######## block 1 ########
Figure 1. Metal 4 (block 1).
Drawn at 2 px/um.
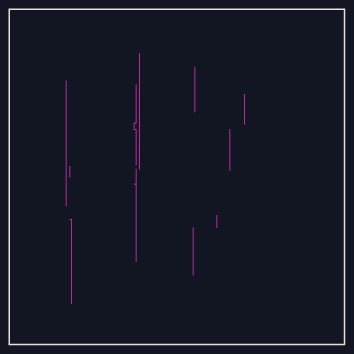

### src/rtl/set_job_scheduler_if.sv
// Handshake bundle around set_job_scheduler: job input, engine
// command/response and result output.
interface set_job_scheduler_if #(
    parameter int DEPTH = 4,
    parameter int TAG_W = 4
);
    localparam int CW = $clog2(DEPTH) + 1;

    logic             job_valid;
    logic             job_ready;
    logic [23:0]      job_central;
    logic [11:0]      job_radius;
    logic [1:0]       job_mode;
    logic [TAG_W-1:0] job_tag;

    logic             set_en;
    logic [23:0]      set_central;
    logic [11:0]      set_radius;
    logic [1:0]       set_mode;
    logic             set_busy;
    logic             set_valid;
    logic [7:0]       set_candidate;

    logic             res_valid;
    logic             res_ready;
    logic [7:0]       res_candidate;
    logic [TAG_W-1:0] res_tag;
    logic [1:0]       res_mode;
    logic             res_err;
    logic [CW-1:0]    fifo_cnt;

    modport slave (
        input  job_valid, job_central, job_radius, job_mode, job_tag,
        output job_ready,
        output set_en, set_central, set_radius, set_mode,
        input  set_busy, set_valid, set_candidate,
        output res_valid, res_candidate, res_tag, res_mode, res_err,
        input  res_ready,
        output fifo_cnt
    );

    modport master (
        output job_valid, job_central, job_radius, job_mode, job_tag,
        input  job_ready,
        input  set_en, set_central, set_radius, set_mode,
        output set_busy, set_valid, set_candidate,
        input  res_valid, res_candidate, res_tag, res_mode, res_err,
        output res_ready,
        input  fifo_cnt
    );
endinterface

### src/rtl/set_job_scheduler.sv
// Job FIFO plus issue/wait/return sequencer in front of the
// set-counting engine, with a watchdog on every issued job.
module set_job_scheduler #(
    parameter int DEPTH   = 4,
    parameter int TAG_W   = 4,
    parameter int TIMEOUT = 80
) (
    input logic                clk,
    input logic                rst,
    set_job_scheduler_if.slave bus
);
    localparam int PW = $clog2(DEPTH);
    localparam int CW = PW + 1;
    localparam int EW = 38 + TAG_W;
    localparam int WW = $clog2(TIMEOUT + 1);

    typedef enum logic [1:0] {IDLE, ISSUE, WAIT, OUT} state_t;

    state_t           state;
    state_t           state_nx;
    logic [EW-1:0]    mem [DEPTH];
    logic [PW-1:0]    wr_ptr;
    logic [PW-1:0]    rd_ptr;
    logic [CW-1:0]    cnt;
    logic [WW-1:0]    wd;
    logic [TAG_W-1:0] tag_q;
    logic             full;
    logic             push;
    logic             pop;
    logic             done;

    assign full = (cnt == CW'(DEPTH));
    assign push = bus.job_valid && !full;
    assign pop  = (state == IDLE) && (cnt != '0)
               && !bus.set_busy && !bus.set_valid;
    assign done = (state == WAIT)
               && (bus.set_valid || wd == WW'(TIMEOUT - 1));

    assign bus.job_ready = !full;
    assign bus.fifo_cnt  = cnt;
    assign bus.set_en    = (state == ISSUE);
    assign bus.res_valid = (state == OUT);

    always_comb begin
        state_nx = state;
        unique case (state)
            IDLE:    if (pop) state_nx = ISSUE;
            ISSUE:   state_nx = WAIT;
            WAIT:    if (done) state_nx = OUT;
            OUT:     if (bus.res_ready) state_nx = IDLE;
            default: state_nx = IDLE;
        endcase
    end

    always_ff @(posedge clk) begin
        if (push)
            mem[wr_ptr] <= {bus.job_central, bus.job_radius,
                            bus.job_mode, bus.job_tag};
    end

    always_ff @(posedge clk or negedge rst) begin
        if (!rst) begin
            state             <= IDLE;
            wr_ptr            <= '0;
            rd_ptr            <= '0;
            cnt               <= '0;
            wd                <= '0;
            tag_q             <= '0;
            bus.set_central   <= '0;
            bus.set_radius    <= '0;
            bus.set_mode      <= '0;
            bus.res_candidate <= '0;
            bus.res_tag       <= '0;
            bus.res_mode      <= '0;
            bus.res_err       <= 1'b0;
        end else begin
            state <= state_nx;
            cnt   <= cnt + CW'(push) - CW'(pop);
            if (push)
                wr_ptr <= wr_ptr + PW'(1);
            if (pop)
                rd_ptr <= rd_ptr + PW'(1);
            // counting starts in ISSUE so a timeout lands TIMEOUT cycles after set_en
            if (pop) begin
                {bus.set_central, bus.set_radius,
                 bus.set_mode, tag_q} <= mem[rd_ptr];
                wd <= '0;
            end else if (state == ISSUE || state == WAIT) begin
                wd <= wd + WW'(1);
            end
            if (done) begin
                bus.res_candidate <= bus.set_valid ? bus.set_candidate : 8'd0;
                bus.res_err       <= !bus.set_valid;
                bus.res_tag       <= tag_q;
                bus.res_mode      <= bus.set_mode;
            end
        end
    end
endmodule

### src/flat_wrapper.sv
// flat-port wrapper written by rule: the top's interface ports become plain ports
module set_job_scheduler_flat 
#(
    parameter int DEPTH   = 4,
    parameter int TAG_W   = 4,
    parameter int TIMEOUT = 80
)
  (clk, rst, bus_job_valid, bus_job_central, bus_job_radius, bus_job_mode, bus_job_tag, bus_job_ready, bus_set_en, bus_set_central, bus_set_radius, bus_set_mode, bus_set_busy, bus_set_valid, bus_set_candidate, bus_res_valid, bus_res_candidate, bus_res_tag, bus_res_mode, bus_res_err, bus_res_ready, bus_fifo_cnt);
  set_job_scheduler_if #(.DEPTH(DEPTH), .TAG_W(TAG_W)) bus_i ();
  input logic clk;
  input logic rst;
  input wire logic [$bits(bus_i.job_valid)-1:0] bus_job_valid;
  input wire logic [$bits(bus_i.job_central)-1:0] bus_job_central;
  input wire logic [$bits(bus_i.job_radius)-1:0] bus_job_radius;
  input wire logic [$bits(bus_i.job_mode)-1:0] bus_job_mode;
  input wire logic [$bits(bus_i.job_tag)-1:0] bus_job_tag;
  output wire logic [$bits(bus_i.job_ready)-1:0] bus_job_ready;
  output wire logic [$bits(bus_i.set_en)-1:0] bus_set_en;
  output wire logic [$bits(bus_i.set_central)-1:0] bus_set_central;
  output wire logic [$bits(bus_i.set_radius)-1:0] bus_set_radius;
  output wire logic [$bits(bus_i.set_mode)-1:0] bus_set_mode;
  input wire logic [$bits(bus_i.set_busy)-1:0] bus_set_busy;
  input wire logic [$bits(bus_i.set_valid)-1:0] bus_set_valid;
  input wire logic [$bits(bus_i.set_candidate)-1:0] bus_set_candidate;
  output wire logic [$bits(bus_i.res_valid)-1:0] bus_res_valid;
  output wire logic [$bits(bus_i.res_candidate)-1:0] bus_res_candidate;
  output wire logic [$bits(bus_i.res_tag)-1:0] bus_res_tag;
  output wire logic [$bits(bus_i.res_mode)-1:0] bus_res_mode;
  output wire logic [$bits(bus_i.res_err)-1:0] bus_res_err;
  input wire logic [$bits(bus_i.res_ready)-1:0] bus_res_ready;
  output wire logic [$bits(bus_i.fifo_cnt)-1:0] bus_fifo_cnt;
  assign bus_i.job_valid = bus_job_valid;
  assign bus_i.job_central = bus_job_central;
  assign bus_i.job_radius = bus_job_radius;
  assign bus_i.job_mode = bus_job_mode;
  assign bus_i.job_tag = bus_job_tag;
  assign bus_job_ready = bus_i.job_ready;
  assign bus_set_en = bus_i.set_en;
  assign bus_set_central = bus_i.set_central;
  assign bus_set_radius = bus_i.set_radius;
  assign bus_set_mode = bus_i.set_mode;
  assign bus_i.set_busy = bus_set_busy;
  assign bus_i.set_valid = bus_set_valid;
  assign bus_i.set_candidate = bus_set_candidate;
  assign bus_res_valid = bus_i.res_valid;
  assign bus_res_candidate = bus_i.res_candidate;
  assign bus_res_tag = bus_i.res_tag;
  assign bus_res_mode = bus_i.res_mode;
  assign bus_res_err = bus_i.res_err;
  assign bus_i.res_ready = bus_res_ready;
  assign bus_fifo_cnt = bus_i.fifo_cnt;
  set_job_scheduler #(.DEPTH(DEPTH), .TAG_W(TAG_W), .TIMEOUT(TIMEOUT)) u_core (.clk(clk), .rst(rst), .bus(bus_i));
endmodule
### config.mk
export PLATFORM = sky130hd
export DESIGN_NAME = set_job_scheduler_flat
export DESIGN_NICKNAME = d
export VERILOG_FILES = /design/src/rtl/set_job_scheduler_if.sv /design/src/rtl/set_job_scheduler.sv /design/src/flat_wrapper.sv
export SDC_FILE = /design/constraint.sdc
export NUM_CORES = 1
export LEC_CHECK = 0
export CAP_MARGIN = 25
export CORE_MARGIN = 5
export CORE_UTILIZATION = 37
export DETAILED_ROUTE_END_ITERATION = 7
export GPL_ROUTABILITY_DRIVEN = 1
export PLACE_DENSITY = 0.69
export SYNTH_ARGS = -nofsm -noshare
export SYNTH_HDL_FRONTEND = slang
export SYNTH_SLANG_ARGS = --single-unit
### constraint.sdc
create_clock -name clk -period 2.2 [get_ports clk]
set_clock_uncertainty 0.15 [all_clocks]
set_input_delay 0.44 -clock clk [delete_from_list [all_inputs] [get_ports clk]]
set_output_delay 0.44 -clock clk [all_outputs]
set_load 0.01 [all_outputs]
######## block 2 ########
`config.mk`:
```
export PLATFORM = sky130hd
export DESIGN_NAME = uart_sys_ctrl_flat
export DESIGN_NICKNAME = d
export VERILOG_FILES = /design/src/rtl/uart_sys_ctrl_if.sv /design/src/rtl/uart_sys_ctrl.sv /design/src/flat_wrapper.sv
export SDC_FILE = /design/constraint.sdc
export NUM_CORES = 1
export LEC_CHECK = 0
export CORE_ASPECT_RATIO = 1.1
export CORE_MARGIN = 5
export CORE_UTILIZATION = 35
export CTS_CLUSTER_DIAMETER = 200
export DETAILED_ROUTE_END_ITERATION = 6
export PLACE_DENSITY_LB_ADDON = 0.12
export SYNTH_ARGS = -nofsm -noshare
export SYNTH_HDL_FRONTEND = slang
export SYNTH_SLANG_ARGS = --single-unit
export TNS_END_PERCENT = 20
```
`constraint.sdc`:
```
create_clock -name CLK -period 4.3 [get_ports CLK]
set_clock_uncertainty 0.05 [all_clocks]
set_input_delay 1.075 -clock CLK [delete_from_list [all_inputs] [get_ports CLK]]
set_output_delay 1.075 -clock CLK [all_outputs]
set_load 0.03 [all_outputs]
```
`src/rtl/uart_sys_ctrl_if.sv`:
```
// Bus bundle between the UART command controller and its neighbours:
// RX byte stream in, register file and ALU control out, TX FIFO push out.
interface uart_sys_ctrl_if #(
    parameter int unsigned DATA_WIDTH    = 8,
    parameter int unsigned ADDR_WIDTH    = 4,
    parameter int unsigned ALU_OUT_WIDTH = 16
);
    logic [DATA_WIDTH-1:0]    RX_P_DATA;
    logic                     RX_D_VLD;
    logic [DATA_WIDTH-1:0]    RF_RdData;
    logic                     RF_RdData_VLD;
    logic [ALU_OUT_WIDTH-1:0] ALU_OUT;
    logic                     ALU_OUT_VLD;
    logic                     FIFO_FULL;
    logic [ADDR_WIDTH-1:0]    RF_Address;
    logic                     RF_WrEn;
    logic                     RF_RdEn;
    logic [DATA_WIDTH-1:0]    RF_WrData;
    logic                     ALU_EN;
    logic [3:0]               ALU_FUN;
    logic                     CLK_GATE_EN;
    logic [DATA_WIDTH-1:0]    TX_P_DATA;
    logic                     TX_D_VLD;

    // Controller side
    modport master (
        input  RX_P_DATA, RX_D_VLD, RF_RdData, RF_RdData_VLD, ALU_OUT, ALU_OUT_VLD, FIFO_FULL,
        output RF_Address, RF_WrEn, RF_RdEn, RF_WrData, ALU_EN, ALU_FUN, CLK_GATE_EN,
               TX_P_DATA, TX_D_VLD
    );

    // Environment side (RX sync, register file, ALU, TX FIFO)
    modport slave (
        output RX_P_DATA, RX_D_VLD, RF_RdData, RF_RdData_VLD, ALU_OUT, ALU_OUT_VLD, FIFO_FULL,
        input  RF_Address, RF_WrEn, RF_RdEn, RF_WrData, ALU_EN, ALU_FUN, CLK_GATE_EN,
               TX_P_DATA, TX_D_VLD
    );
endinterface

```
`src/rtl/uart_sys_ctrl.sv`:
```
// UART command controller: decodes write / read / ALU frames from the RX byte
// stream, drives the register file and ALU, and pushes responses into the TX FIFO.
// All outputs are registered; strobes are single-cycle.
module uart_sys_ctrl #(
    parameter int unsigned DATA_WIDTH    = 8,
    parameter int unsigned ADDR_WIDTH    = 4,
    parameter int unsigned ALU_OUT_WIDTH = 16
) (
    input logic             CLK,
    input logic             RST,
    uart_sys_ctrl_if.master bus
);

    localparam logic [DATA_WIDTH-1:0] CmdWrite  = DATA_WIDTH'(8'hAA);
    localparam logic [DATA_WIDTH-1:0] CmdRead   = DATA_WIDTH'(8'hBB);
    localparam logic [DATA_WIDTH-1:0] CmdAluOp  = DATA_WIDTH'(8'hCC);
    localparam logic [DATA_WIDTH-1:0] CmdAluNop = DATA_WIDTH'(8'hDD);

    typedef enum logic [3:0] {
        StIdle, StWrAddr, StWrData, StRdAddr, StRdWait, StOpA,
        StOpB, StAluFun, StAluWait, StTxRd, StTxLo, StTxHi
    } state_e;

    state_e                  state_q;
    logic [ADDR_WIDTH-1:0]   wr_addr_q;
    logic [DATA_WIDTH-1:0]   alu_hi_q;
    logic [ADDR_WIDTH-1:0]   rf_addr_q;
    logic [DATA_WIDTH-1:0]   rf_wdata_q;
    logic                    rf_wr_en_q;
    logic                    rf_rd_en_q;
    logic                    alu_en_q;
    logic [3:0]              alu_fun_q;
    logic                    clk_gate_q;
    logic [DATA_WIDTH-1:0]   tx_data_q;
    logic                    tx_vld_q;

    // Frame decoder FSM with registered outputs; strobes default low every cycle.
    always_ff @(posedge CLK or posedge RST) begin
        if (RST) begin
            state_q    <= StIdle;
            wr_addr_q  <= '0;
            alu_hi_q   <= '0;
            rf_addr_q  <= '0;
            rf_wdata_q <= '0;
            rf_wr_en_q <= 1'b0;
            rf_rd_en_q <= 1'b0;
            alu_en_q   <= 1'b0;
            alu_fun_q  <= '0;
            clk_gate_q <= 1'b0;
            tx_data_q  <= '0;
            tx_vld_q   <= 1'b0;
        end else begin
            rf_wr_en_q <= 1'b0;
            rf_rd_en_q <= 1'b0;
            alu_en_q   <= 1'b0;
            tx_vld_q   <= 1'b0;
            case (state_q)
                StIdle: begin
                    if (bus.RX_D_VLD) begin
                        case (bus.RX_P_DATA)
                            CmdWrite:  state_q <= StWrAddr;
                            CmdRead:   state_q <= StRdAddr;
                            CmdAluOp:  state_q <= StOpA;
                            CmdAluNop: state_q <= StAluFun;
                            default:   state_q <= StIdle;
                        endcase
                    end
                end
                StWrAddr: begin
                    if (bus.RX_D_VLD) begin
                        wr_addr_q <= bus.RX_P_DATA[ADDR_WIDTH-1:0];
                        state_q   <= StWrData;
                    end
                end
                StWrData: begin
                    if (bus.RX_D_VLD) begin
                        rf_addr_q  <= wr_addr_q;
                        rf_wdata_q <= bus.RX_P_DATA;
                        rf_wr_en_q <= 1'b1;
                        state_q    <= StIdle;
                    end
                end
                StRdAddr: begin
                    if (bus.RX_D_VLD) begin
                        rf_addr_q  <= bus.RX_P_DATA[ADDR_WIDTH-1:0];
                        rf_rd_en_q <= 1'b1;
                        state_q    <= StRdWait;
                    end
                end
                StRdWait: begin
                    // Push in the same edge as the capture when the FIFO has room,
                    // otherwise park in StTxRd until it drains.
                    if (bus.RF_RdData_VLD) begin
                        tx_data_q <= bus.RF_RdData;
                        if (!bus.FIFO_FULL) begin
                            tx_vld_q <= 1'b1;
                            state_q  <= StIdle;
                        end else begin
                            state_q  <= StTxRd;
                        end
                    end
                end
                StOpA: begin
                    if (bus.RX_D_VLD) begin
                        rf_addr_q  <= '0;
                        rf_wdata_q <= bus.RX_P_DATA;
                        rf_wr_en_q <= 1'b1;
                        state_q    <= StOpB;
                    end
                end
                StOpB: begin
                    if (bus.RX_D_VLD) begin
                        rf_addr_q  <= ADDR_WIDTH'(1);
                        rf_wdata_q <= bus.RX_P_DATA;
                        rf_wr_en_q <= 1'b1;
                        state_q    <= StAluFun;
                    end
                end
                StAluFun: begin
                    if (bus.RX_D_VLD) begin
                        alu_fun_q  <= bus.RX_P_DATA[3:0];
                        alu_en_q   <= 1'b1;
                        clk_gate_q <= 1'b1;
                        state_q    <= StAluWait;
                    end
                end
                StAluWait: begin
                    if (bus.ALU_OUT_VLD) begin
                        clk_gate_q <= 1'b0;
                        alu_hi_q   <= bus.ALU_OUT[2*DATA_WIDTH-1:DATA_WIDTH];
                        tx_data_q  <= bus.ALU_OUT[DATA_WIDTH-1:0];
                        if (!bus.FIFO_FULL) begin
                            tx_vld_q <= 1'b1;
                            state_q  <= StTxHi;
                        end else begin
                            state_q  <= StTxLo;
                        end
                    end
                end
                StTxRd: begin
                    if (!bus.FIFO_FULL) begin
                        tx_vld_q <= 1'b1;
                        state_q  <= StIdle;
                    end
                end
                StTxLo: begin
                    if (!bus.FIFO_FULL) begin
                        tx_vld_q <= 1'b1;
                        state_q  <= StTxHi;
                    end
                end
                StTxHi: begin
                    if (!bus.FIFO_FULL) begin
                        tx_data_q <= alu_hi_q;
                        tx_vld_q  <= 1'b1;
                        state_q   <= StIdle;
                    end
                end
                default: state_q <= StIdle;
            endcase
        end
    end

    assign bus.RF_Address  = rf_addr_q;
    assign bus.RF_WrData   = rf_wdata_q;
    assign bus.RF_WrEn     = rf_wr_en_q;
    assign bus.RF_RdEn     = rf_rd_en_q;
    assign bus.ALU_EN      = alu_en_q;
    assign bus.ALU_FUN     = alu_fun_q;
    assign bus.CLK_GATE_EN = clk_gate_q;
    assign bus.TX_P_DATA   = tx_data_q;
    assign bus.TX_D_VLD    = tx_vld_q;

endmodule

```
`src/flat_wrapper.sv`:
```
// flat-port wrapper written by rule: the top's interface ports become plain ports
module uart_sys_ctrl_flat 
#(
    parameter int unsigned DATA_WIDTH    = 8,
    parameter int unsigned ADDR_WIDTH    = 4,
    parameter int unsigned ALU_OUT_WIDTH = 16
)
  (CLK, RST, bus_RX_P_DATA, bus_RX_D_VLD, bus_RF_RdData, bus_RF_RdData_VLD, bus_ALU_OUT, bus_ALU_OUT_VLD, bus_FIFO_FULL, bus_RF_Address, bus_RF_WrEn, bus_RF_RdEn, bus_RF_WrData, bus_ALU_EN, bus_ALU_FUN, bus_CLK_GATE_EN, bus_TX_P_DATA, bus_TX_D_VLD);
  uart_sys_ctrl_if #(.DATA_WIDTH(DATA_WIDTH), .ADDR_WIDTH(ADDR_WIDTH), .ALU_OUT_WIDTH(ALU_OUT_WIDTH)) bus_i ();
  input logic CLK;
  input logic RST;
  input wire logic [$bits(bus_i.RX_P_DATA)-1:0] bus_RX_P_DATA;
  input wire logic [$bits(bus_i.RX_D_VLD)-1:0] bus_RX_D_VLD;
  input wire logic [$bits(bus_i.RF_RdData)-1:0] bus_RF_RdData;
  input wire logic [$bits(bus_i.RF_RdData_VLD)-1:0] bus_RF_RdData_VLD;
  input wire logic [$bits(bus_i.ALU_OUT)-1:0] bus_ALU_OUT;
  input wire logic [$bits(bus_i.ALU_OUT_VLD)-1:0] bus_ALU_OUT_VLD;
  input wire logic [$bits(bus_i.FIFO_FULL)-1:0] bus_FIFO_FULL;
  output wire logic [$bits(bus_i.RF_Address)-1:0] bus_RF_Address;
  output wire logic [$bits(bus_i.RF_WrEn)-1:0] bus_RF_WrEn;
  output wire logic [$bits(bus_i.RF_RdEn)-1:0] bus_RF_RdEn;
  output wire logic [$bits(bus_i.RF_WrData)-1:0] bus_RF_WrData;
  output wire logic [$bits(bus_i.ALU_EN)-1:0] bus_ALU_EN;
  output wire logic [$bits(bus_i.ALU_FUN)-1:0] bus_ALU_FUN;
  output wire logic [$bits(bus_i.CLK_GATE_EN)-1:0] bus_CLK_GATE_EN;
  output wire logic [$bits(bus_i.TX_P_DATA)-1:0] bus_TX_P_DATA;
  output wire logic [$bits(bus_i.TX_D_VLD)-1:0] bus_TX_D_VLD;
  assign bus_i.RX_P_DATA = bus_RX_P_DATA;
  assign bus_i.RX_D_VLD = bus_RX_D_VLD;
  assign bus_i.RF_RdData = bus_RF_RdData;
  assign bus_i.RF_RdData_VLD = bus_RF_RdData_VLD;
  assign bus_i.ALU_OUT = bus_ALU_OUT;
  assign bus_i.ALU_OUT_VLD = bus_ALU_OUT_VLD;
  assign bus_i.FIFO_FULL = bus_FIFO_FULL;
  assign bus_RF_Address = bus_i.RF_Address;
  assign bus_RF_WrEn = bus_i.RF_WrEn;
  assign bus_RF_RdEn = bus_i.RF_RdEn;
  assign bus_RF_WrData = bus_i.RF_WrData;
  assign bus_ALU_EN = bus_i.ALU_EN;
  assign bus_ALU_FUN = bus_i.ALU_FUN;
  assign bus_CLK_GATE_EN = bus_i.CLK_GATE_EN;
  assign bus_TX_P_DATA = bus_i.TX_P_DATA;
  assign bus_TX_D_VLD = bus_i.TX_D_VLD;
  uart_sys_ctrl #(.DATA_WIDTH(DATA_WIDTH), .ADDR_WIDTH(ADDR_WIDTH), .ALU_OUT_WIDTH(ALU_OUT_WIDTH)) u_core (.CLK(CLK), .RST(RST), .bus(bus_i));
endmodule
```
######## block 3 ########
### src/rtl/tech_cg_ctrl.sv
// Clock-gate enable controller with a round-robin wake scheduler and per-domain hold timers.
// Optional feature: define CG_CTRL_FORCE_ON_EN to add the force_on debug/scan input.
module tech_cg_ctrl #(
    parameter int unsigned N_DOMAINS   = 4,
    parameter int unsigned WAKE_CYCLES = 4,
    parameter int unsigned HOLD_CYCLES = 8
) (
    input  logic                 clk,
    input  logic                 rst_n,
    input  logic [N_DOMAINS-1:0] req,
`ifdef CG_CTRL_FORCE_ON_EN
    input  logic [N_DOMAINS-1:0] force_on,
`endif
    output logic [N_DOMAINS-1:0] cg_en,
    output logic [N_DOMAINS-1:0] ack,
    output logic                 busy
);
    localparam int unsigned LastW = (N_DOMAINS > 1) ? $clog2(N_DOMAINS) : 1;
    localparam logic [7:0] WakeLoad = 8'(WAKE_CYCLES);
    localparam logic [7:0] HoldLoad = 8'(HOLD_CYCLES);
    localparam logic [LastW-1:0] LastRst = LastW'(N_DOMAINS - 1);

    typedef enum logic [2:0] {StOff, StPend, StWaking, StOn, StHold} state_e;

    state_e               state_q [N_DOMAINS];
    state_e               state_d [N_DOMAINS];
    logic [7:0]           hold_q  [N_DOMAINS];
    logic [7:0]           hold_d  [N_DOMAINS];
    logic [7:0]           timer_q, timer_d;
    logic [LastW-1:0]     last_q, last_d;
    logic [N_DOMAINS-1:0] cg_en_q, cg_en_d;
    logic [N_DOMAINS-1:0] ack_q, ack_d;
    logic                 busy_q, busy_d;
    logic [N_DOMAINS-1:0] cand, grant;
    logic                 waking_any, wake_done, sched_free, grant_any;

    // A domain in PEND whose req has dropped is not a candidate, so no grant is wasted on it.
    always_comb begin
        cand       = '0;
        waking_any = 1'b0;
        for (int i = 0; i < N_DOMAINS; i++) begin
            cand[i] = req[i] && (state_q[i] == StOff || state_q[i] == StPend);
            if (state_q[i] == StWaking) waking_any = 1'b1;
        end
    end

    assign wake_done  = waking_any && (timer_q == 8'd1);
    assign sched_free = !waking_any || wake_done;

    always_comb begin
        logic [LastW:0]   sum;
        logic [LastW-1:0] idx;
        grant     = '0;
        grant_any = 1'b0;
        last_d    = last_q;
        sum       = '0;
        idx       = '0;
        if (sched_free) begin
            for (int off = 1; off <= int'(N_DOMAINS); off++) begin
                sum = {1'b0, last_q} + (LastW+1)'(off);
                if (sum >= (LastW+1)'(N_DOMAINS)) sum = sum - (LastW+1)'(N_DOMAINS);
                idx = sum[LastW-1:0];
                if (!grant_any && cand[idx]) begin
                    grant[idx] = 1'b1;
                    grant_any  = 1'b1;
                    last_d     = idx;
                end
            end
        end
    end

    always_comb begin
        timer_d = timer_q;
        if (grant_any) begin
            timer_d = WakeLoad;
        end else if (timer_q != 8'd0) begin
            timer_d = timer_q - 8'd1;
        end
    end

    always_comb begin
        for (int i = 0; i < N_DOMAINS; i++) begin
            state_d[i] = state_q[i];
            hold_d[i]  = hold_q[i];
            unique case (state_q[i])
                StOff: begin
                    if (grant[i]) state_d[i] = StWaking;
                    else if (req[i]) state_d[i] = StPend;
                end
                StPend: begin
                    if (grant[i]) state_d[i] = StWaking;
                    else if (!req[i]) state_d[i] = StOff;
                end
                StWaking: begin
                    if (wake_done) begin
                        if (req[i]) begin
                            state_d[i] = StOn;
                        end else begin
                            state_d[i] = StHold;
                            hold_d[i]  = HoldLoad;
                        end
                    end
                end
                StOn: begin
                    if (!req[i]) begin
                        if (HOLD_CYCLES == 0) begin
                            state_d[i] = StOff;
                        end else begin
                            state_d[i] = StHold;
                            hold_d[i]  = HoldLoad;
                        end
                    end
                end
                StHold: begin
                    if (req[i]) state_d[i] = StOn;
                    else if (hold_q[i] == 8'd0) state_d[i] = StOff;
                    else hold_d[i] = hold_q[i] - 8'd1;
                end
                default: state_d[i] = StOff;
            endcase
        end
    end

    // Outputs are registered from the next state so the gate enable never sees decode glitches.
    always_comb begin
        cg_en_d = '0;
        ack_d   = '0;
        busy_d  = 1'b0;
        for (int i = 0; i < N_DOMAINS; i++) begin
            cg_en_d[i] = (state_d[i] == StWaking) || (state_d[i] == StOn) ||
                         (state_d[i] == StHold);
            ack_d[i]   = (state_d[i] == StOn) || (state_d[i] == StHold);
            if (state_d[i] == StWaking) busy_d = 1'b1;
        end
`ifdef CG_CTRL_FORCE_ON_EN
        cg_en_d = cg_en_d | force_on;
`endif
    end

    always_ff @(posedge clk or negedge rst_n) begin
        if (!rst_n) begin
            for (int i = 0; i < N_DOMAINS; i++) begin
                state_q[i] <= StOff;
                hold_q[i]  <= '0;
            end
            timer_q <= '0;
            last_q  <= LastRst;
            cg_en_q <= '0;
            ack_q   <= '0;
            busy_q  <= 1'b0;
        end else begin
            for (int i = 0; i < N_DOMAINS; i++) begin
                state_q[i] <= state_d[i];
                hold_q[i]  <= hold_d[i];
            end
            timer_q <= timer_d;
            last_q  <= last_d;
            cg_en_q <= cg_en_d;
            ack_q   <= ack_d;
            busy_q  <= busy_d;
        end
    end

    assign cg_en = cg_en_q;
    assign ack   = ack_q;
    assign busy  = busy_q;

endmodule

### config.mk
export PLATFORM = sky130hd
export DESIGN_NAME = tech_cg_ctrl
export DESIGN_NICKNAME = d
export VERILOG_FILES = /design/src/rtl/tech_cg_ctrl.sv
export SDC_FILE = /design/constraint.sdc
export NUM_CORES = 1
export LEC_CHECK = 0
export CAP_MARGIN = 10
export CORE_MARGIN = 1.5
export CORE_UTILIZATION = 40
export CTS_BUF_LIST = sky130_fd_sc_hd__clkbuf_4
export DETAILED_ROUTE_END_ITERATION = 7
export REMOVE_ABC_BUFFERS = 1
export SLEW_MARGIN = 20
export SYNTH_ARGS = -nofsm -noshare
export SYNTH_HDL_FRONTEND = slang
export SYNTH_SLANG_ARGS = --single-unit
export TNS_END_PERCENT = 20
### constraint.sdc
create_clock -name clk -period 6 [get_ports clk]
set_input_delay 1.8 -clock clk [delete_from_list [all_inputs] [get_ports clk]]
set_output_delay 1.8 -clock clk [all_outputs]
set_load 0.03 [all_outputs]
######## block 4 ########
$ cat src/rtl/chess_pkg.sv
// ---------------------------------------------------------------------------
// chess_pkg
//
// Shared definitions for the board datapath: square encoding, board width,
// colour and piece codes, the reader FSM state type and a helper that
// classifies a square as empty.
//
// A square is SQ_W = 4 bits wide: {color, piece[2:0]}. The board is the
// 64 squares packed LSB-first into BOARD_W = 256 bits, so square i lives in
// board[4*i+3 : 4*i].
// ---------------------------------------------------------------------------
package chess_pkg;

  localparam int SQ_W    = 4;
  localparam int BOARD_W = 256;

  // Piece kinds as stored in the low three bits of a square.
  typedef enum logic [2:0] {
    PIECE_NONE   = 3'd0,
    PIECE_PAWN   = 3'd1,
    PIECE_KNIGHT = 3'd2,
    PIECE_BISHOP = 3'd3,
    PIECE_ROOK   = 3'd4,
    PIECE_QUEEN  = 3'd5,
    PIECE_KING   = 3'd6
  } piece_t;

  // Colour as stored in the top bit of a square.
  typedef enum logic {
    COLOR_WHITE = 1'b0,
    COLOR_BLACK = 1'b1
  } color_t;

  // States of the board stream reader.
  typedef enum logic [1:0] {
    RD_IDLE = 2'd0,
    RD_SEND = 2'd1,
    RD_DONE = 2'd2
  } reader_state_t;

  // A square is empty when its piece field is PIECE_NONE, whatever the
  // colour bit says; both {0,000} and {1,000} count as empty.
  function automatic logic is_empty(input logic [SQ_W-1:0] sq);
    return (sq[2:0] == PIECE_NONE);
  endfunction

endpackage

$ cat src/rtl/board_stream_reader.sv
// ---------------------------------------------------------------------------
// board_stream_reader
//
// Read-side companion of the board store. On a start request it takes an
// atomic snapshot of the flattened board and then streams it out one square
// per valid/ready beat in ascending address order. Optionally, empty squares
// are suppressed (they still take one cycle each, with out_valid low). While
// scanning it counts the non-empty squares of each colour; the counts are
// valid from the done pulse onward and hold until the next accepted start.
//
// Because the stream comes from the snapshot, game_logic may keep updating
// the live board while a consumer walks a consistent copy.
//
// Ports
//   clk          system clock (game logic domain)
//   Reset_n      asynchronous active-low reset
//   board_in     live flattened board, square i = board_in[4i+3:4i]
//   start        request snapshot + stream, only honoured in IDLE
//   skip_empty   suppress empty squares for this stream, latched at start
//   busy         high whenever the reader is not idle
//   out_valid    a beat is presented
//   out_ready    consumer accepts the presented beat
//   out_addr     square address of the presented beat
//   out_piece    square content of the presented beat
//   done         one-cycle pulse after the last square has been scanned
//   white_count  non-empty squares with colour 0
//   black_count  non-empty squares with colour 1
// ---------------------------------------------------------------------------
module board_stream_reader
  import chess_pkg::*;
#(
  parameter int N_SQUARES = 64,
  parameter int SQ_W      = 4
) (
  input  logic                      clk,
  input  logic                      Reset_n,
  input  logic [N_SQUARES*SQ_W-1:0] board_in,
  input  logic                      start,
  input  logic                      skip_empty,
  output logic                      busy,
  output logic                      out_valid,
  input  logic                      out_ready,
  output logic [5:0]                out_addr,
  output logic [SQ_W-1:0]           out_piece,
  output logic                      done,
  output logic [6:0]                white_count,
  output logic [6:0]                black_count
);

  localparam logic [5:0] LAST_IDX = 6'(N_SQUARES - 1);

  reader_state_t               state_q;
  reader_state_t               state_d;
  logic [5:0]                  idx_q;
  logic [N_SQUARES*SQ_W-1:0]   snapshot_q;
  logic                        skip_q;
  logic [6:0]                  white_q;
  logic [6:0]                  black_q;

  logic [SQ_W-1:0]             cur;
  logic                        in_send;
  logic                        cur_empty;
  logic                        emit;
  logic                        advance;

  // The square under the scan pointer comes straight out of the snapshot
  // register, so the beat outputs depend only on state, never on inputs.
  assign cur       = snapshot_q[idx_q*SQ_W +: SQ_W];
  assign in_send   = (state_q == RD_SEND);
  assign cur_empty = is_empty(cur);

  // A suppressed square is not presented; it is stepped over in one cycle.
  // Presented squares advance only when the consumer takes them.
  assign emit    = in_send && !(skip_q && cur_empty);
  assign advance = in_send && (!emit || out_ready);

  // Next-state logic: start is only looked at in IDLE, so a start pulse
  // during a scan is simply dropped. The scan leaves SEND from the last
  // address, so idx never wraps.
  always_comb begin
    state_d = state_q;
    case (state_q)
      RD_IDLE: begin
        if (start) begin
          state_d = RD_SEND;
        end
      end
      RD_SEND: begin
        if (advance && (idx_q == LAST_IDX)) begin
          state_d = RD_DONE;
        end
      end
      RD_DONE: begin
        state_d = RD_IDLE;
      end
      default: begin
        state_d = RD_IDLE;
      end
    endcase
  end

  // State register plus the datapath registers. The snapshot, skip mode,
  // pointer and counts are all initialised together when a start is
  // accepted. Counts bump on every advance over a non-empty square,
  // whether or not that square was presented.
  always_ff @(posedge clk or negedge Reset_n) begin
    if (!Reset_n) begin
      state_q    <= RD_IDLE;
      idx_q      <= '0;
      snapshot_q <= '0;
      skip_q     <= 1'b0;
      white_q    <= '0;
      black_q    <= '0;
    end else begin
      state_q <= state_d;
      case (state_q)
        RD_IDLE: begin
          if (start) begin
            snapshot_q <= board_in;
            skip_q     <= skip_empty;
            idx_q      <= '0;
            white_q    <= '0;
            black_q    <= '0;
          end
        end
        RD_SEND: begin
          if (advance) begin
            if (!cur_empty) begin
              if (cur[SQ_W-1] == COLOR_BLACK) begin
                black_q <= black_q + 7'd1;
              end else begin
                white_q <= white_q + 7'd1;
              end
            end
            if (idx_q != LAST_IDX) begin
              idx_q <= idx_q + 6'd1;
            end
          end
        end
        default: begin
        end
      endcase
    end
  end

  // Output decode. Address and content are forced to zero outside SEND so
  // the beat bus is quiet whenever nothing is being presented.
  always_comb begin
    busy        = (state_q != RD_IDLE);
    done        = (state_q == RD_DONE);
    out_valid   = emit;
    out_addr    = in_send ? idx_q : 6'd0;
    out_piece   = in_send ? cur : '0;
    white_count = white_q;
    black_count = black_q;
  end

endmodule

$ cat config.mk
export PLATFORM = sky130hd
export DESIGN_NAME = board_stream_reader
export DESIGN_NICKNAME = d
export VERILOG_FILES = /design/src/rtl/chess_pkg.sv /design/src/rtl/board_stream_reader.sv
export SDC_FILE = /design/constraint.sdc
export NUM_CORES = 1
export LEC_CHECK = 0
export CAP_MARGIN = 10
export CORE_MARGIN = 2
export CORE_UTILIZATION = 35
export CTS_BUF_LIST = sky130_fd_sc_hd__clkbuf_16
export CTS_CLUSTER_DIAMETER = 50
export DETAILED_ROUTE_END_ITERATION = 12
export HOLD_SLACK_MARGIN = 0.02
export PLACE_DENSITY = 0.7
export RECOVER_POWER = 100
export SYNTH_ARGS = -nofsm -noshare
export SYNTH_HDL_FRONTEND = slang
export SYNTH_SLANG_ARGS = --single-unit
$ cat constraint.sdc
create_clock -name clk -period 3.2 [get_ports clk]
set_input_delay 0.32 -clock clk [delete_from_list [all_inputs] [get_ports clk]]
set_output_delay 0.32 -clock clk [all_outputs]
set_load 0.02 [all_outputs]
Figure 2. Track usage over the die (block 4).
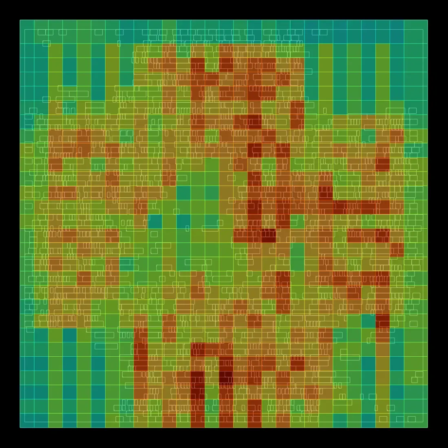
Core Util, Final: 50.24%
met1 Resource Use GR: 28.71%
global route hottest layer: met2
GRT Overall Usage: 21.13%
routed length per instance: 18.29 um

==> results.txt, block 4 <==
flow finished, numbers: crit end category primary output, Routed WL 41,390 um, Worst Hold Launch board_in[129], CP Class flop to primary output, PortBufs 287, Slew Limit Fails 0, CLK BUF 41, clock-pin slew on the worst setup and hold paths 0.06 ns, synthesized area 13,130 um2, Pwr Total 15.21 mW, post-route setup slack -0.1626 ns, # rows 70, unrepaired setup endpoints after global routing yes, top cells by area dfrtp_1, nand2_1, mux2i_1, Area Growth Syn to Fin 40.73%, EDFF count, synth 0, failing checks negative setup slack, Congestion Overflow GR 0, DP HPWL 29,570 um, CTS Buf Count 38, status finished, violations left, synthesized netlist cell count 1,443, clk sinks 279, Setup Viol. Count Final 5, WHS Path Cells 3, met3 usage 4.684%, dpl ws -0.2004 ns, max reg flops 256, top cell category registers, diode count 1
-- block 4: how the worst max path moves through the flow --
| stage | from | endpoint | slack, ns |
|---|---|---|---|
| detailed placement | idx_q[0] | white_count[5] | -0.20 |
| global placement | idx_q[0] | white_count[6] | -0.1 |
| CTS | idx_q[0] | out_piece[3] | -0.26 |
| finish | idx_q[0] | out_piece[3] | -0.16 |
| floorplan | idx_q[0] | idx_q[0] | 0.52 |
| global route | idx_q[0] | out_piece[3] | -0.25 |
-- block 4: report_power, final --
part | leakage, nW | internal, mW | total, mW | switching (mW)
Sequential | 3.58 | 4.32 | 4.87 | 0.549
Combinational | 4.93 | 2.98 | 5.95 | 2.97
Clock | 0.650 | 2.74 | 4.39 | 1.65
-- block 4: timing repair --
action	CTS	global route
hold buffers	1	0
buffers inserted	11	13
setup endpoints to repair	19	22
gates resized	33	40
pin swaps	7	17
hold endpoints to repair	99	0
cloned	1	1
-- block 4: cells by family after synthesis --
group / synth area share, %
and+or+nand+nor: 26.09
DFF: 53.16
muxes: 11.75
buffers and inverters: 3.563
AOI/OAI and AO/OA: 5.154
adders and majority gates: 0.2858
Figure 3. Clock distribution (block 2).
Drawn at 6 px/um.
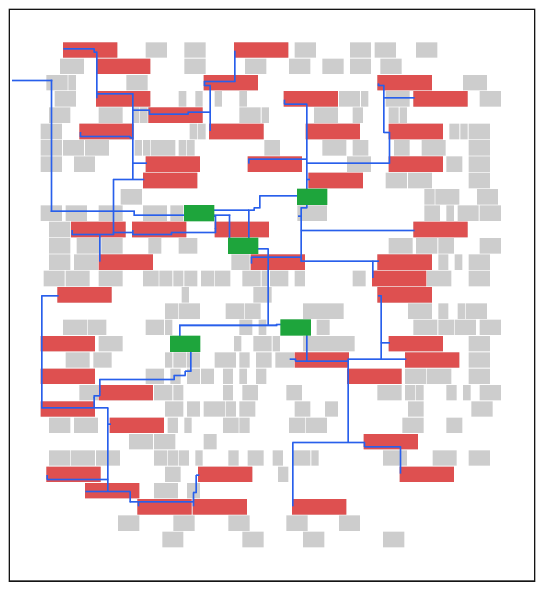
[red] flip-flops | count: 45
[blue] clock wires | length: 575 um
[green] cells driving clock nets | count: 5
flops lie	widely spread
routed clock nets	6
clk latency late pin: 0.29 ns
clock network power share: 14.0%
P_clk: 275 uW

Figure 4. Track usage over the die (block 2).
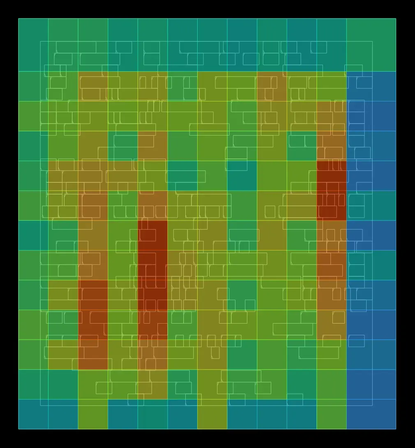
global route hottest layer: met2
Core Util, Final: 47.88%
met1 Resource Use GR: 19.88%

==> results.txt, block 2 <==
flow finished, numbers: synthesized area 2302 um2, Area leader share 48.91%, setup TNS 0 ns, nonclk buf count 66, XOR-XNOR Cells, Area Fraction 1.902%, post-synthesis compound-gate area fraction 15.16%, DR vias/cell 5.134, GRT Overall Usage 13.99%, Yosys cell types 48, die width 87.33 um, comb_multi_in 139, top cell category registers, Area Growth Syn to Fin 34.73%, hold crit path type flop to flop, Seq share, synth 48.91%, H-tree levels 2, Avg Cell Area, Syn 11.12 um2, crit path DRT 4.42 ns, R2R depth 4, Clock Tree Buf Depth 2, status completed, YS chip area 2302 um2, Simple-Gate Area Share 13.37%, Area after DPL 3005 um2, cells in synth_stat.txt 207, Reg area 1126 um2, CP Launch Type primary input, flop2flop setup slack 1.86 ns, # rows 31, crit-path max FO 8
## block 2: per-layer routing
layer	wire length, um	vias up	GRT usage, %
li1	-	876	-
met1	2543	871	19.88
met2	2522	56	21.61
met3	365	4	3.025
met4	37	0	3.581
met5	0	-	0
## block 2: placed cells by master (no fill, tap or decap), types with 3 or more instances in the layout
cell             instances
nor2_1                   7
nand3_1                  3
a21oi_1                  5
a22oi_1                  8
inv_1                   11
and2_1                   6
nand2_1                 14
nor3b_1                  3
a22o_1                   3
clkbuf_8                 6
dfrtp_1                 45
xnor2_1                  5
clkdlybuf4s50_1         66
mux2_2                  32
o21ai_0                 11
nand4_1                  3
o211ai_1                 4
## block 2: power by group
part,total (mW),internal (mW),switching [mW],leakage [nW]
clock,0.275,0.130,0.144,0.0512
combinational,0.947,0.470,0.477,0.684
sequential,0.745,0.589,0.156,0.574
total,1.97,1.19,0.777,1.31
## block 2: worst max-delay path, delay by kind of cell
family / cells / cell delay [ns]
AND-OR/OR-AND: 2 / 0.51
buffers and inverters: 1 / 0.49
multiplexers: 1 / 0.37
AND/OR/NAND/NOR: 1 / 0.22
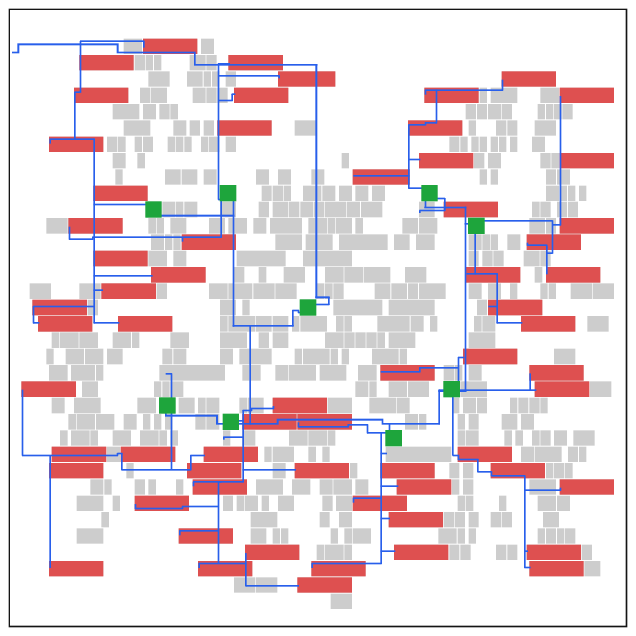
Figure 5: block 3, clock distribution.
Drawn at 6 px/um.
[blue] clock wires | length: 926 um
[green] cells driving clock nets | count: 9
[red] flip-flops | count: 63
routed clock nets	10
flops lie	widely spread

==> results.txt, block 3 <==
flow finished, numbers: Worst VDD drop 0.1735 mV, Yosys reg bits 63, crit-path max cell delay 0.73 ns, Root Driver clkbuf_4, max reg flops 32, DRC violations left 0, status completed, CLK BUF 9, Top non-seq family simple AND/OR/NAND/NOR gates, Area after DPL 4178 um2, met3 usage 3.864%, logic share of the area 50.77%, CTS resizes 0, Pwr Density 500.5 nW/um2, Fillers 951, Yosys cell types 69, Clock Tree Buf Depth 2, min cycle time layout 4.033 ns, die height 102.6 um, Final Cycle Share 67.21%, diode count 0
==> block 3: cells by family after synthesis <==
family	after synthesis
multiplexers	9
flip-flops	63
adder cells (fa/ha/maj)	17
buffers and inverters	40
AND-OR/OR-AND	110
AND/OR/NAND/NOR	188
XOR/XNOR	10
==> block 3: Yosys cell counts, types with 6 or more instances <==
master,count
dfrtp_1,61
nor2_1,55
nand2_1,39
o21ai_0,37
inv_1,23
ha_1,17
a21oi_1,16
nand3_1,10
nor3_1,8
o22ai_1,8
nand2b_1,7
nor4_1,7
and3_1,6
buf_2,6
nand4_1,6
nor2b_1,6
or2_2,6
==> block 3: final timing paths <==
kind	startpoint	end	slack [ns]
worst max-delay path	req[0]	state_q[4]	1.97
worst min-delay path	hold_q[6]	hold_q[6]	0.48
worst max register to register	last_q[0]	state_q[4]	2.93
worst min register to register	hold_q[6]	hold_q[6]	0.48
max in group asynchronous	rst_n	hold_q[15]	3.91
min in group asynchronous	rst_n	hold_q[2]	1.54
==> block 3: stage by stage <==
step,setup slack [ns],instances
3_5_place_dp,1.516,569
6_report,1.967,585
4_1_cts,1.987,585
3_3_place_gp,1.563,569
5_1_grt,1.844,585
2_1_floorplan,2.450,421
Figure 6. Clock distribution (block 1).
Drawn at 3 px/um.
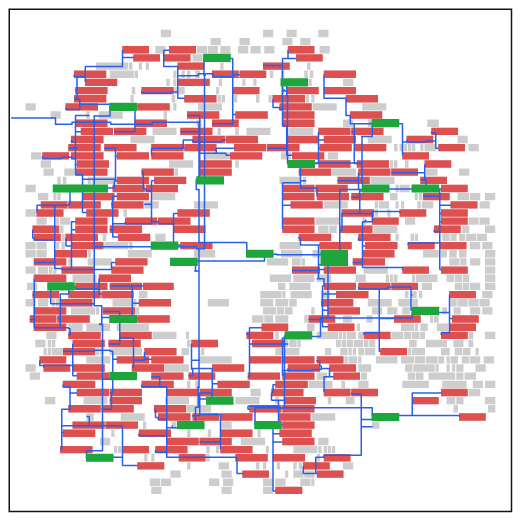
[green] cells driving clock nets | count: 25
[red] flip-flops | count: 241
[blue] clock wires | length: 2,610 um
routed clock nets	26
flops lie	widely spread

About Figure 1:
main direction	vertical
share of all routed wire	1.9%
wire length on this layer	346 um
routed vias: 4,965
Routed WL: 18,340 um

==> results.txt, block 1 <==
flow finished, numbers: EDFF count, synth 168, Avg Cell Area, Syn 17.32 um2, Setup Viol. Count Final 2, failing checks negative setup slack, die height 166.9 um, CP most frequent cell ha_4, ClkCell Share 7.185%, worst path bufs/invs 1, post-route setup slack -0.07063 ns, Psw 4.463 mW, Fillers 2,037, status finished, violations left, CLK BUF 35, Synth top cell by count edfxtp_1, switching part of the total power 27.80%
==> block 1: placed cells by master, fill, tap and decap left out, types with 6 or more instances in the layout <==
cell type,count
a21o_1,7
and3_1,7
buf_12,16
buf_4,23
clkbuf_1,7
clkbuf_16,25
clkdlybuf4s50_1,110
dfrtp_1,71
edfxtp_1,168
ha_1,9
mux2_2,7
mux4_2,42
nand2_1,132
nor2_1,6
==> block 1: power groups by stage <==
stage / registers (mW) / clock network [mW] / logic [mW]
after floorplan: 6.89 / 0 / 2.57
after global placement: 6.78 / 0 / 4.85
after detailed placement: 6.87 / 0 / 5.00
after CTS: 6.79 / 4.42 / 5.10
after global routing: 6.91 / 4.61 / 5.45
final: 6.76 / 4.30 / 4.99
==> block 1: what timing repair did <==
item	in CTS	in global routing
pin swaps	5	2
gates resized	9	4
setup buffers	4	1
endpoints found under the setup margin	5	5
hold endpoints to repair	36	0
hold buffers	1	0
==> block 1: logic make-up after synthesis <==
family | count (synthesis)
AND-OR/OR-AND | 19
XOR/XNOR | 9
adder cells (fa/ha/maj) | 12
buffers and inverters | 32
flip-flops | 241
multiplexers | 51
AND/OR/NAND/NOR | 162


==> screenshots <==
Cell area per tile.
panel A
Drawn at 1.5 px/um. The die is cut into 20 by 20 equal tiles; white is low, dark blue is high, 0 to 100% covered.
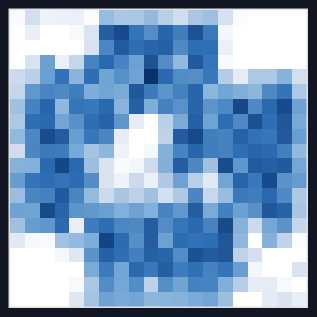
panel B
Drawn at 1.5 px/um. The die is cut into 17 by 17 equal tiles; white is low, dark blue is high, 0 to 100% covered.
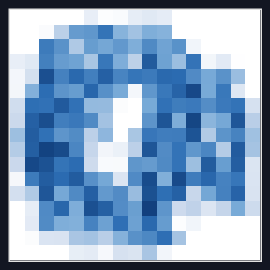
panel C
Drawn at 3 px/um. The die is cut into 10 by 10 equal tiles; white is low, dark blue is high, 0 to 100% covered.
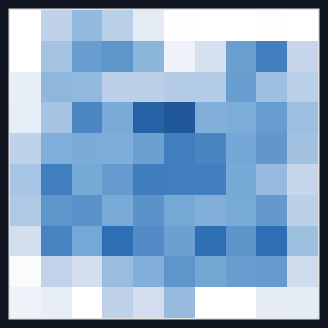
panel D
Drawn at 3 px/um. The die is cut into 9 by 10 equal tiles; white is low, dark blue is high, 0 to 100% covered.
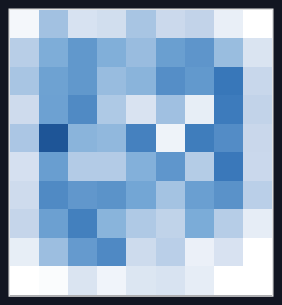
- panel C = block 3
- panel D = block 2
- panel B = block 1
- panel A = block 4
- smallest die: panel D


==> layout pictures side by side <==
Floorplan with the power grid.
Plate I
Drawn at 2 px/um. Pins as bars on the die edge.
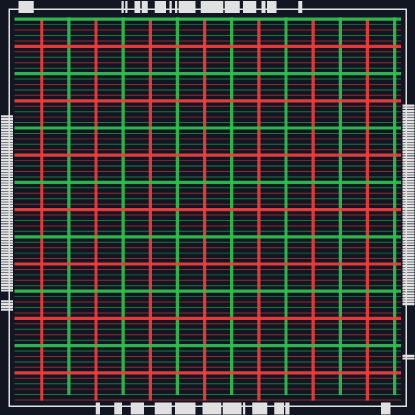
Plate II
Drawn at 3 px/um. Pins as bars on the die edge.
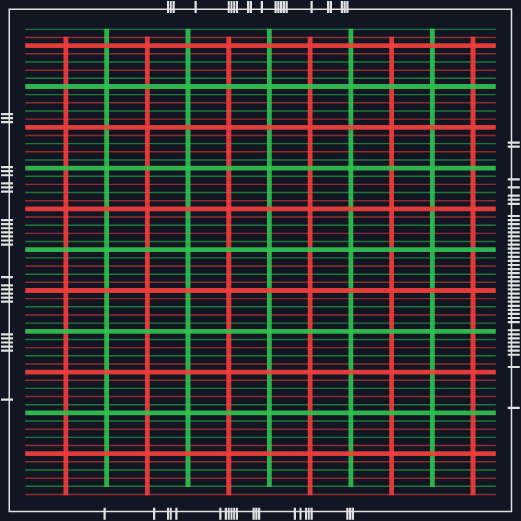
Plate III
Drawn at 4 px/um. Pins as bars on the die edge.
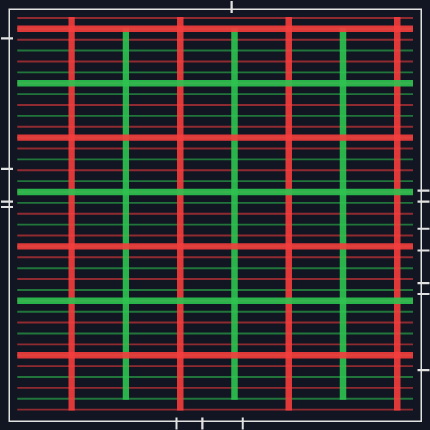
Plate IV
Drawn at 4 px/um. Pins as bars on the die edge.
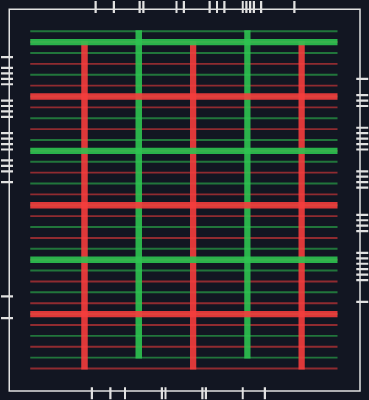
Of these, most pins: Plate I
Of these, smallest die: Plate IV
Plate III: block 3
Plate II: block 1
Plate I: block 4
Plate IV: block 2

Key to Plate I:
colour	net
red	VSS
green	VDD
met1 rails	71
met5 straps	14
met4 straps	14

Power is estimated from default activity; no workload was simulated.
